# ---- adc_spi_responder ----
--- src/rtl/adc_pkg.sv ---
// Shared constants and types for the ADC SPI responder.
package adc_pkg;

  localparam int unsigned ADC_FRAME_LEN  = 16;
  localparam int unsigned ADC_ADDR_FIRST = 3;
  localparam int unsigned ADC_ADDR_LAST  = 5;
  localparam int unsigned ADC_DATA_FIRST = 4;

  typedef enum logic {StIdle, StActive} adc_state_e;

  typedef logic [2:0] adc_addr_t;

endpackage

--- src/rtl/spi_in_sync.sv ---
// Multi-flop synchronizer for one asynchronous SPI input, with rise/fall detection
// against the previous synchronized sample.
module spi_in_sync #(
  parameter int unsigned STAGES  = 2,
  parameter logic        RST_VAL = 1'b0
) (
  input  logic i_clk,
  input  logic i_rst_n,
  input  logic i_async,
  output logic o_sync,
  output logic o_rise,
  output logic o_fall
);

  logic [STAGES-1:0] r_sync;
  logic              r_prev;

  always_ff @(posedge i_clk or negedge i_rst_n) begin
    if (!i_rst_n) begin
      r_sync <= {STAGES{RST_VAL}};
      r_prev <= RST_VAL;
    end else begin
      r_sync[0] <= i_async;
      for (int i = 1; i < int'(STAGES); i++) begin
        r_sync[i] <= r_sync[i-1];
      end
      r_prev <= r_sync[STAGES-1];
    end
  end

  assign o_sync = r_sync[STAGES-1];
  assign o_rise = r_sync[STAGES-1] & ~r_prev;
  assign o_fall = ~r_sync[STAGES-1] & r_prev;

endmodule

--- src/rtl/adc_spi_responder.sv ---
// Emulates an 8-channel 12-bit serial ADC (ADC128S022 framing) on the far end of the SPI bus.
// Define ADC_RESP_FRAME_CHECK_EN to build the framing-error flag and aborted-frame counter.
module adc_spi_responder
  import adc_pkg::*;
#(
  parameter int unsigned NUM_CH      = 8,
  parameter int unsigned DATA_W      = 12,
  parameter int unsigned SYNC_STAGES = 2
) (
  input  logic                     i_clk,
  input  logic                     i_rst_n,
  input  logic                     i_spi_sclk,
  input  logic                     i_spi_cs,
  input  logic                     i_spi_din,
  input  logic [NUM_CH*DATA_W-1:0] i_ch_data,
  output logic                     o_spi_dout,
  output logic                     o_frame_done,
  output adc_addr_t                o_cur_addr,
  output logic                     o_frame_err,
  output logic [7:0]               o_err_cnt
);

  localparam logic [4:0] K_LAST       = 5'(ADC_FRAME_LEN);
  localparam logic [4:0] K_ADDR_FIRST = 5'(ADC_ADDR_FIRST);
  localparam logic [4:0] K_ADDR_LAST  = 5'(ADC_ADDR_LAST);
  localparam logic [4:0] K_DATA_FIRST = 5'(ADC_DATA_FIRST);

  logic w_sclk_rise, w_sclk_fall, w_cs_rise, w_cs_fall, w_din_sync;
  logic w_unused_sclk_lvl, w_unused_cs_lvl, w_unused_din_rise, w_unused_din_fall;

  spi_in_sync #(.STAGES(SYNC_STAGES), .RST_VAL(1'b0)) u_sclk_sync (
    .i_clk   (i_clk),
    .i_rst_n (i_rst_n),
    .i_async (i_spi_sclk),
    .o_sync  (w_unused_sclk_lvl),
    .o_rise  (w_sclk_rise),
    .o_fall  (w_sclk_fall)
  );

  spi_in_sync #(.STAGES(SYNC_STAGES), .RST_VAL(1'b1)) u_cs_sync (
    .i_clk   (i_clk),
    .i_rst_n (i_rst_n),
    .i_async (i_spi_cs),
    .o_sync  (w_unused_cs_lvl),
    .o_rise  (w_cs_rise),
    .o_fall  (w_cs_fall)
  );

  spi_in_sync #(.STAGES(SYNC_STAGES), .RST_VAL(1'b0)) u_din_sync (
    .i_clk   (i_clk),
    .i_rst_n (i_rst_n),
    .i_async (i_spi_din),
    .o_sync  (w_din_sync),
    .o_rise  (w_unused_din_rise),
    .o_fall  (w_unused_din_fall)
  );

  adc_state_e        r_state, w_state_nxt;
  logic [4:0]        r_k;
  logic [4:0]        w_k_inc;
  adc_addr_t         r_addr_nxt, r_cur_addr;
  logic [DATA_W-1:0] r_shift, w_sel;
  logic              r_dout, r_frame_done;
  logic              w_abort, w_rise_act, w_fall_act;

  always_ff @(posedge i_clk or negedge i_rst_n) begin
    if (!i_rst_n) r_state <= StIdle;
    else          r_state <= w_state_nxt;
  end

  always_comb begin
    w_state_nxt = r_state;
    unique case (r_state)
      StIdle:   if (w_cs_fall) w_state_nxt = StActive;
      StActive: if (w_cs_rise) w_state_nxt = StIdle;
      default:  w_state_nxt = StIdle;
    endcase
  end

  // cs rising takes priority over any sclk edge seen in the same sample
  assign w_abort    = (r_state == StActive) && w_cs_rise;
  assign w_rise_act = (r_state == StActive) && !w_cs_rise && w_sclk_rise;
  assign w_fall_act = (r_state == StActive) && !w_cs_rise && w_sclk_fall;
  assign w_k_inc    = r_k + 5'd1;

  always_comb begin
    w_sel = '0;
    for (int n = 0; n < int'(NUM_CH); n++) begin
      if (r_cur_addr == adc_addr_t'(n)) w_sel = i_ch_data[n*DATA_W +: DATA_W];
    end
  end

  always_ff @(posedge i_clk or negedge i_rst_n) begin
    if (!i_rst_n) begin
      r_k          <= '0;
      r_addr_nxt   <= '0;
      r_cur_addr   <= '0;
      r_shift      <= '0;
      r_dout       <= 1'b0;
      r_frame_done <= 1'b0;
    end else begin
      r_frame_done <= 1'b0;
      if (w_abort) begin
        r_k     <= '0;
        r_shift <= '0;
        r_dout  <= 1'b0;
      end else if (w_rise_act) begin
        if (w_k_inc >= K_ADDR_FIRST && w_k_inc <= K_ADDR_LAST) begin
          r_addr_nxt <= {r_addr_nxt[1:0], w_din_sync};
        end
        if (w_k_inc == K_LAST) begin
          r_k          <= '0;
          r_cur_addr   <= r_addr_nxt;
          r_frame_done <= 1'b1;
        end else begin
          r_k <= w_k_inc;
        end
      end else if (w_fall_act) begin
        if (r_k == K_DATA_FIRST) begin
          r_shift <= w_sel;
          r_dout  <= w_sel[DATA_W-1];
        end else if (r_k > K_DATA_FIRST && r_k < K_LAST) begin
          r_shift <= {r_shift[DATA_W-2:0], 1'b0};
          r_dout  <= r_shift[DATA_W-2];
        end else begin
          // k wrapped to 0 after edge 16: frame tail, line goes quiet
          r_shift <= '0;
          r_dout  <= 1'b0;
        end
      end
    end
  end

  assign o_spi_dout   = r_dout;
  assign o_frame_done = r_frame_done;
  assign o_cur_addr   = r_cur_addr;

`ifdef ADC_RESP_FRAME_CHECK_EN
  logic       r_frame_err;
  logic [7:0] r_err_cnt;

  always_ff @(posedge i_clk or negedge i_rst_n) begin
    if (!i_rst_n) begin
      r_frame_err <= 1'b0;
      r_err_cnt   <= '0;
    end else if (w_abort && r_k != '0 && r_k != K_LAST) begin
      r_frame_err <= 1'b1;
      if (r_err_cnt != 8'hFF) r_err_cnt <= r_err_cnt + 8'd1;
    end
  end

  assign o_frame_err = r_frame_err;
  assign o_err_cnt   = r_err_cnt;
`else
  assign o_frame_err = 1'b0;
  assign o_err_cnt   = '0;
`endif

endmodule

--- config.mk ---
export PLATFORM = sky130hd
export DESIGN_NAME = adc_spi_responder
export DESIGN_NICKNAME = d
export VERILOG_FILES = /design/src/rtl/adc_pkg.sv /design/src/rtl/spi_in_sync.sv /design/src/rtl/adc_spi_responder.sv
export SDC_FILE = /design/constraint.sdc
export NUM_CORES = 1
export LEC_CHECK = 0
export CAP_MARGIN = 20
export CORE_MARGIN = 2
export CORE_UTILIZATION = 26
export CTS_CLUSTER_SIZE = 30
export DETAILED_ROUTE_END_ITERATION = 8
export SLEW_MARGIN = 20
export SYNTH_ARGS = -nofsm -noshare
export SYNTH_HDL_FRONTEND = slang
export SYNTH_SLANG_ARGS = --single-unit
export TNS_END_PERCENT = 5
--- constraint.sdc ---
create_clock -name i_clk -period 2.2 [get_ports i_clk]
set_input_delay 0.44 -clock i_clk [delete_from_list [all_inputs] [get_ports i_clk]]
set_output_delay 0.44 -clock i_clk [all_outputs]
set_load 0.03 [all_outputs]
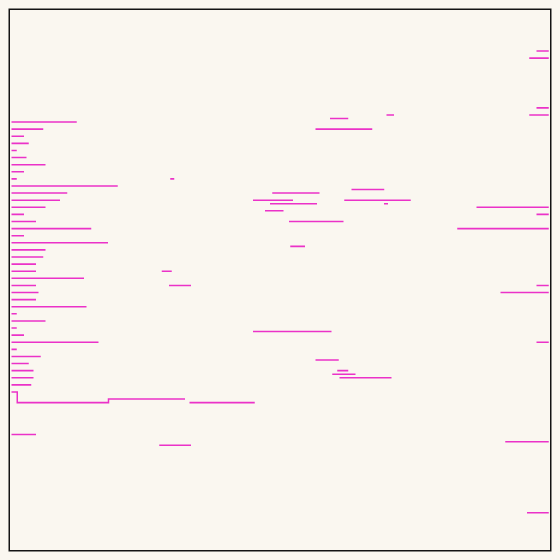
Figure 1: adc_spi_responder, M3 wires.
longest straight run: 20.0 microns
nets with wire on the layer: 67

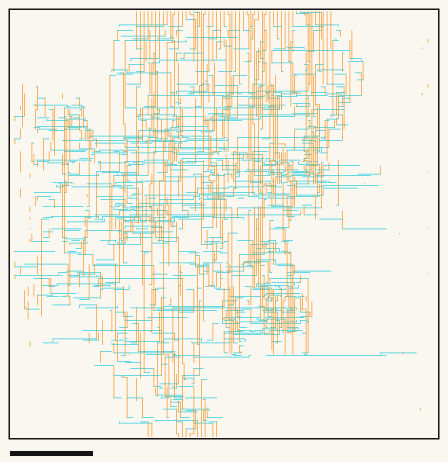
Figure 2: adc_spi_responder, signal wires by layer.
Scale bar: 20 microns. Only two layers are drawn.
[cyan] met1 | wire length: 3250 microns
[orange] met2 | wire length: 3900 microns
vias post-DR: 2535
post-detailed-routing wire length: 7710 microns

==> design notes <==
Non-clock buffering takes up 30.0% of total cell area after layout. The final timing summary puts the cycle share of the worst path at 93.7%. The run gives 9.04 sq um for the synthesized area per cell. The run gives 34.9% for the proportion of power drawn by the clock network.

The flop-to-flop setup slack came out at 140 ps. The logs give 10.8 ps for the post-route clock skew and 39.9% for the utilization of the core after routing. The root buffer cell chosen for the clock tree is sky130_fd_sc_hd__clkbuf_8.

The run finished with clean final reports. After detailed routing, the wire length on met1 is 3250 microns. The number of sequential cells in the layout was 33. The run gives 0.00169 W for the post-layout total power.

The dominant power group was sequential cells. In this run the number of H-tree levels came out at 2. The share of total power dissipated in sequential elements is 41.3%. Power attributed to sequential cells is 0.000697 W. With the sequential share of the synthesized area at 32.3%, the total tool warning count is 28. The main combinational cell family by area after synthesis was AND-OR/OR-AND gates.

# ---- ysyx_25060166_mem_arbiter ----
Figure 3. M2 wires (ysyx_25060166_mem_arbiter).
Scale bar: 20 microns.
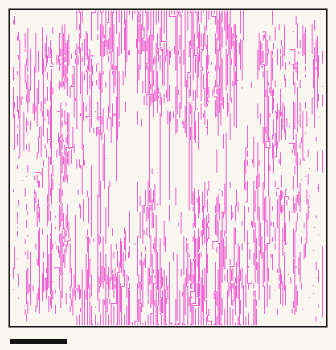
==> src/rtl/ysyx_25060166_mem_arbiter.sv <==
// ============================================================================
// Module   : ysyx_25060166_mem_arbiter
// Brief    : Round-robin 2:1 arbiter sharing one memory port between IFU and LSU
// Revision : 1.0
// ============================================================================
`default_nettype none

module ysyx_25060166_mem_arbiter #(
    parameter int WIDTH = 32
) (
    input  logic               clk,
    input  logic               resetn,
    input  logic               ifu_req_valid,
    output logic               ifu_req_ready,
    input  logic [WIDTH-1:0]   ifu_addr,
    output logic               ifu_rsp_valid,
    input  logic               ifu_rsp_ready,
    output logic [WIDTH-1:0]   ifu_rdata,
    output logic               ifu_rsp_err,
    input  logic               lsu_req_valid,
    output logic               lsu_req_ready,
    input  logic [WIDTH-1:0]   lsu_addr,
    input  logic               lsu_wen,
    input  logic [WIDTH-1:0]   lsu_wdata,
    input  logic [WIDTH/8-1:0] lsu_wmask,
    output logic               lsu_rsp_valid,
    input  logic               lsu_rsp_ready,
    output logic [WIDTH-1:0]   lsu_rdata,
    output logic               lsu_rsp_err,
    output logic               mem_req_valid,
    input  logic               mem_req_ready,
    output logic [WIDTH-1:0]   mem_addr,
    output logic [WIDTH-1:0]   mem_wdata,
    output logic               mem_wen,
    output logic [WIDTH/8-1:0] mem_wmask,
    input  logic               mem_rsp_valid,
    output logic               mem_rsp_ready,
    input  logic [WIDTH-1:0]   mem_rdata,
    input  logic               mem_rsp_err,
    output logic               busy,
    output logic               owner
);

    localparam logic [1:0] c_IDLE     = 2'd0;
    localparam logic [1:0] c_ISSUE    = 2'd1;
    localparam logic [1:0] c_WAIT_RSP = 2'd2;
    localparam logic [1:0] c_RESP     = 2'd3;

    logic [1:0]         r_state;
    logic [1:0]         w_next_state;
    logic               r_last_grant;
    logic               r_owner;
    logic [WIDTH-1:0]   r_addr;
    logic [WIDTH-1:0]   r_wdata;
    logic               r_wen;
    logic [WIDTH/8-1:0] r_wmask;
    logic [WIDTH-1:0]   r_rdata;
    logic               r_err;
    logic               w_grant_ifu;
    logic               w_grant_lsu;
    logic               w_owner_take;

    // On a tie the requester that was not granted last time wins.
    assign w_grant_lsu  = lsu_req_valid && (!ifu_req_valid || !r_last_grant);
    assign w_grant_ifu  = ifu_req_valid && !w_grant_lsu;
    assign w_owner_take = r_owner ? lsu_rsp_ready : ifu_rsp_ready;

    always_ff @(posedge clk) begin
        if (!resetn) begin
            r_state <= c_IDLE;
        end else begin
            r_state <= w_next_state;
        end
    end

    always_comb begin
        w_next_state = r_state;
        case (r_state)
            c_IDLE:     if (w_grant_ifu || w_grant_lsu) w_next_state = c_ISSUE;
            c_ISSUE:    if (mem_req_ready)              w_next_state = c_WAIT_RSP;
            c_WAIT_RSP: if (mem_rsp_valid)              w_next_state = c_RESP;
            c_RESP:     if (w_owner_take)               w_next_state = c_IDLE;
            default:                                    w_next_state = c_IDLE;
        endcase
    end

    always_comb begin
        ifu_req_ready = 1'b0;
        lsu_req_ready = 1'b0;
        mem_req_valid = 1'b0;
        mem_rsp_ready = 1'b0;
        ifu_rsp_valid = 1'b0;
        lsu_rsp_valid = 1'b0;
        case (r_state)
            c_IDLE: begin
                ifu_req_ready = w_grant_ifu;
                lsu_req_ready = w_grant_lsu;
            end
            c_ISSUE:    mem_req_valid = 1'b1;
            c_WAIT_RSP: mem_rsp_ready = 1'b1;
            c_RESP: begin
                ifu_rsp_valid = !r_owner;
                lsu_rsp_valid = r_owner;
            end
            default: ;
        endcase
    end

    // Request/response holding registers; IFU requests are forced to reads.
    always_ff @(posedge clk) begin
        if (!resetn) begin
            r_last_grant <= 1'b1;
            r_owner      <= 1'b0;
            r_addr       <= '0;
            r_wdata      <= '0;
            r_wen        <= 1'b0;
            r_wmask      <= '0;
            r_rdata      <= '0;
            r_err        <= 1'b0;
        end else begin
            if (r_state == c_IDLE && (w_grant_ifu || w_grant_lsu)) begin
                r_owner      <= w_grant_lsu;
                r_last_grant <= w_grant_lsu;
                r_addr       <= w_grant_lsu ? lsu_addr : ifu_addr;
                r_wen        <= w_grant_lsu && lsu_wen;
                r_wdata      <= w_grant_lsu ? lsu_wdata : '0;
                r_wmask      <= w_grant_lsu ? lsu_wmask : '0;
            end
            if (r_state == c_WAIT_RSP && mem_rsp_valid) begin
                r_rdata <= mem_rdata;
                r_err   <= mem_rsp_err;
            end
        end
    end

    assign mem_addr    = r_addr;
    assign mem_wdata   = r_wdata;
    assign mem_wen     = r_wen;
    assign mem_wmask   = r_wmask;
    assign ifu_rdata   = r_rdata;
    assign ifu_rsp_err = r_err;
    assign lsu_rdata   = r_rdata;
    assign lsu_rsp_err = r_err;
    assign busy        = (r_state != c_IDLE);
    assign owner       = r_owner;

endmodule

`default_nettype wire

==> config.mk <==
export PLATFORM = sky130hd
export DESIGN_NAME = ysyx_25060166_mem_arbiter
export DESIGN_NICKNAME = d
export VERILOG_FILES = /design/src/rtl/ysyx_25060166_mem_arbiter.sv
export SDC_FILE = /design/constraint.sdc
export NUM_CORES = 1
export LEC_CHECK = 0
export CORE_MARGIN = 2
export CORE_UTILIZATION = 40
export CTS_CLUSTER_DIAMETER = 40
export CTS_CLUSTER_SIZE = 14
export DETAILED_ROUTE_END_ITERATION = 8
export GPL_TIMING_DRIVEN = 0
export PLACE_DENSITY = 0.87
export SYNTH_ARGS = -nofsm -noshare
export SYNTH_HDL_FRONTEND = slang
export SYNTH_SLANG_ARGS = --single-unit
==> constraint.sdc <==
create_clock -name clk -period 3.7 [get_ports clk]
set_clock_uncertainty 0.05 [all_clocks]
set_input_delay 0.74 -clock clk [delete_from_list [all_inputs] [get_ports clk]]
set_output_delay 0.74 -clock clk [all_outputs]
set_load 0.005 [all_outputs]
==> design notes <==
The synth_stat.txt file lists the number of cells as 484. The tools report the site row count as 38. The number of placed cells counting well taps came out at 907. The critical path ends at lsu_req_ready.

For this design the total switching power over the nets is 0.00121 W. The number of clock sinks came to 106. The growth of design area from synthesis to finish came out at 71.5%.

In the setup report, the worst path falls into the class input pin to primary output. The tools report the CTS buffer count as 9. The largest single stage delay on the critical path is 520 ps. TritonCTS built the clock tree. The largest buffer count on any clock path came out at 2. Per report_power, the top consumer among the power groups is combinational cells. The flow ran to the end, and the final reports show no timing, DRC or antenna violations.

The run gives 22500 microns for the first-pass GRT wire length. The synthesis run shows the most used standard cells to be sky130_fd_sc_hd__dfxtp_1, sky130_fd_sc_hd__nand2_1, sky130_fd_sc_hd__nor2b_1. The post-CTS setup buffer count is 0, and the area of the die is 0.0121 sq mm.

The setup-violating endpoint count in the final report was 0; the depth of the CTS H-tree was 3. For met1 alone, demand over resource in global routing was 24.9%.
About Figure 3:
main direction: vertical
longest straight run: 43.2 microns
nets with wire on the layer: 814



==> gallery <==
Power grid.
Scale bar: 20 microns. Pins as bars on the die edge.
panel A
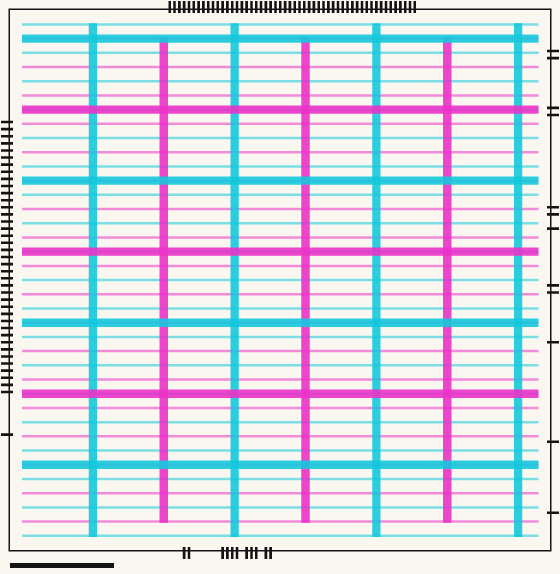
panel B
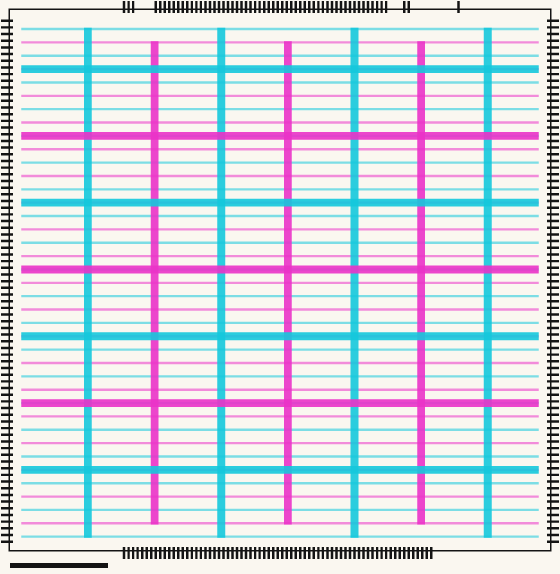
ysyx_25060166_mem_arbiter: panel B
adc_spi_responder: panel A

Power figures rest on the tool's default switching activity, not on a simulated workload.
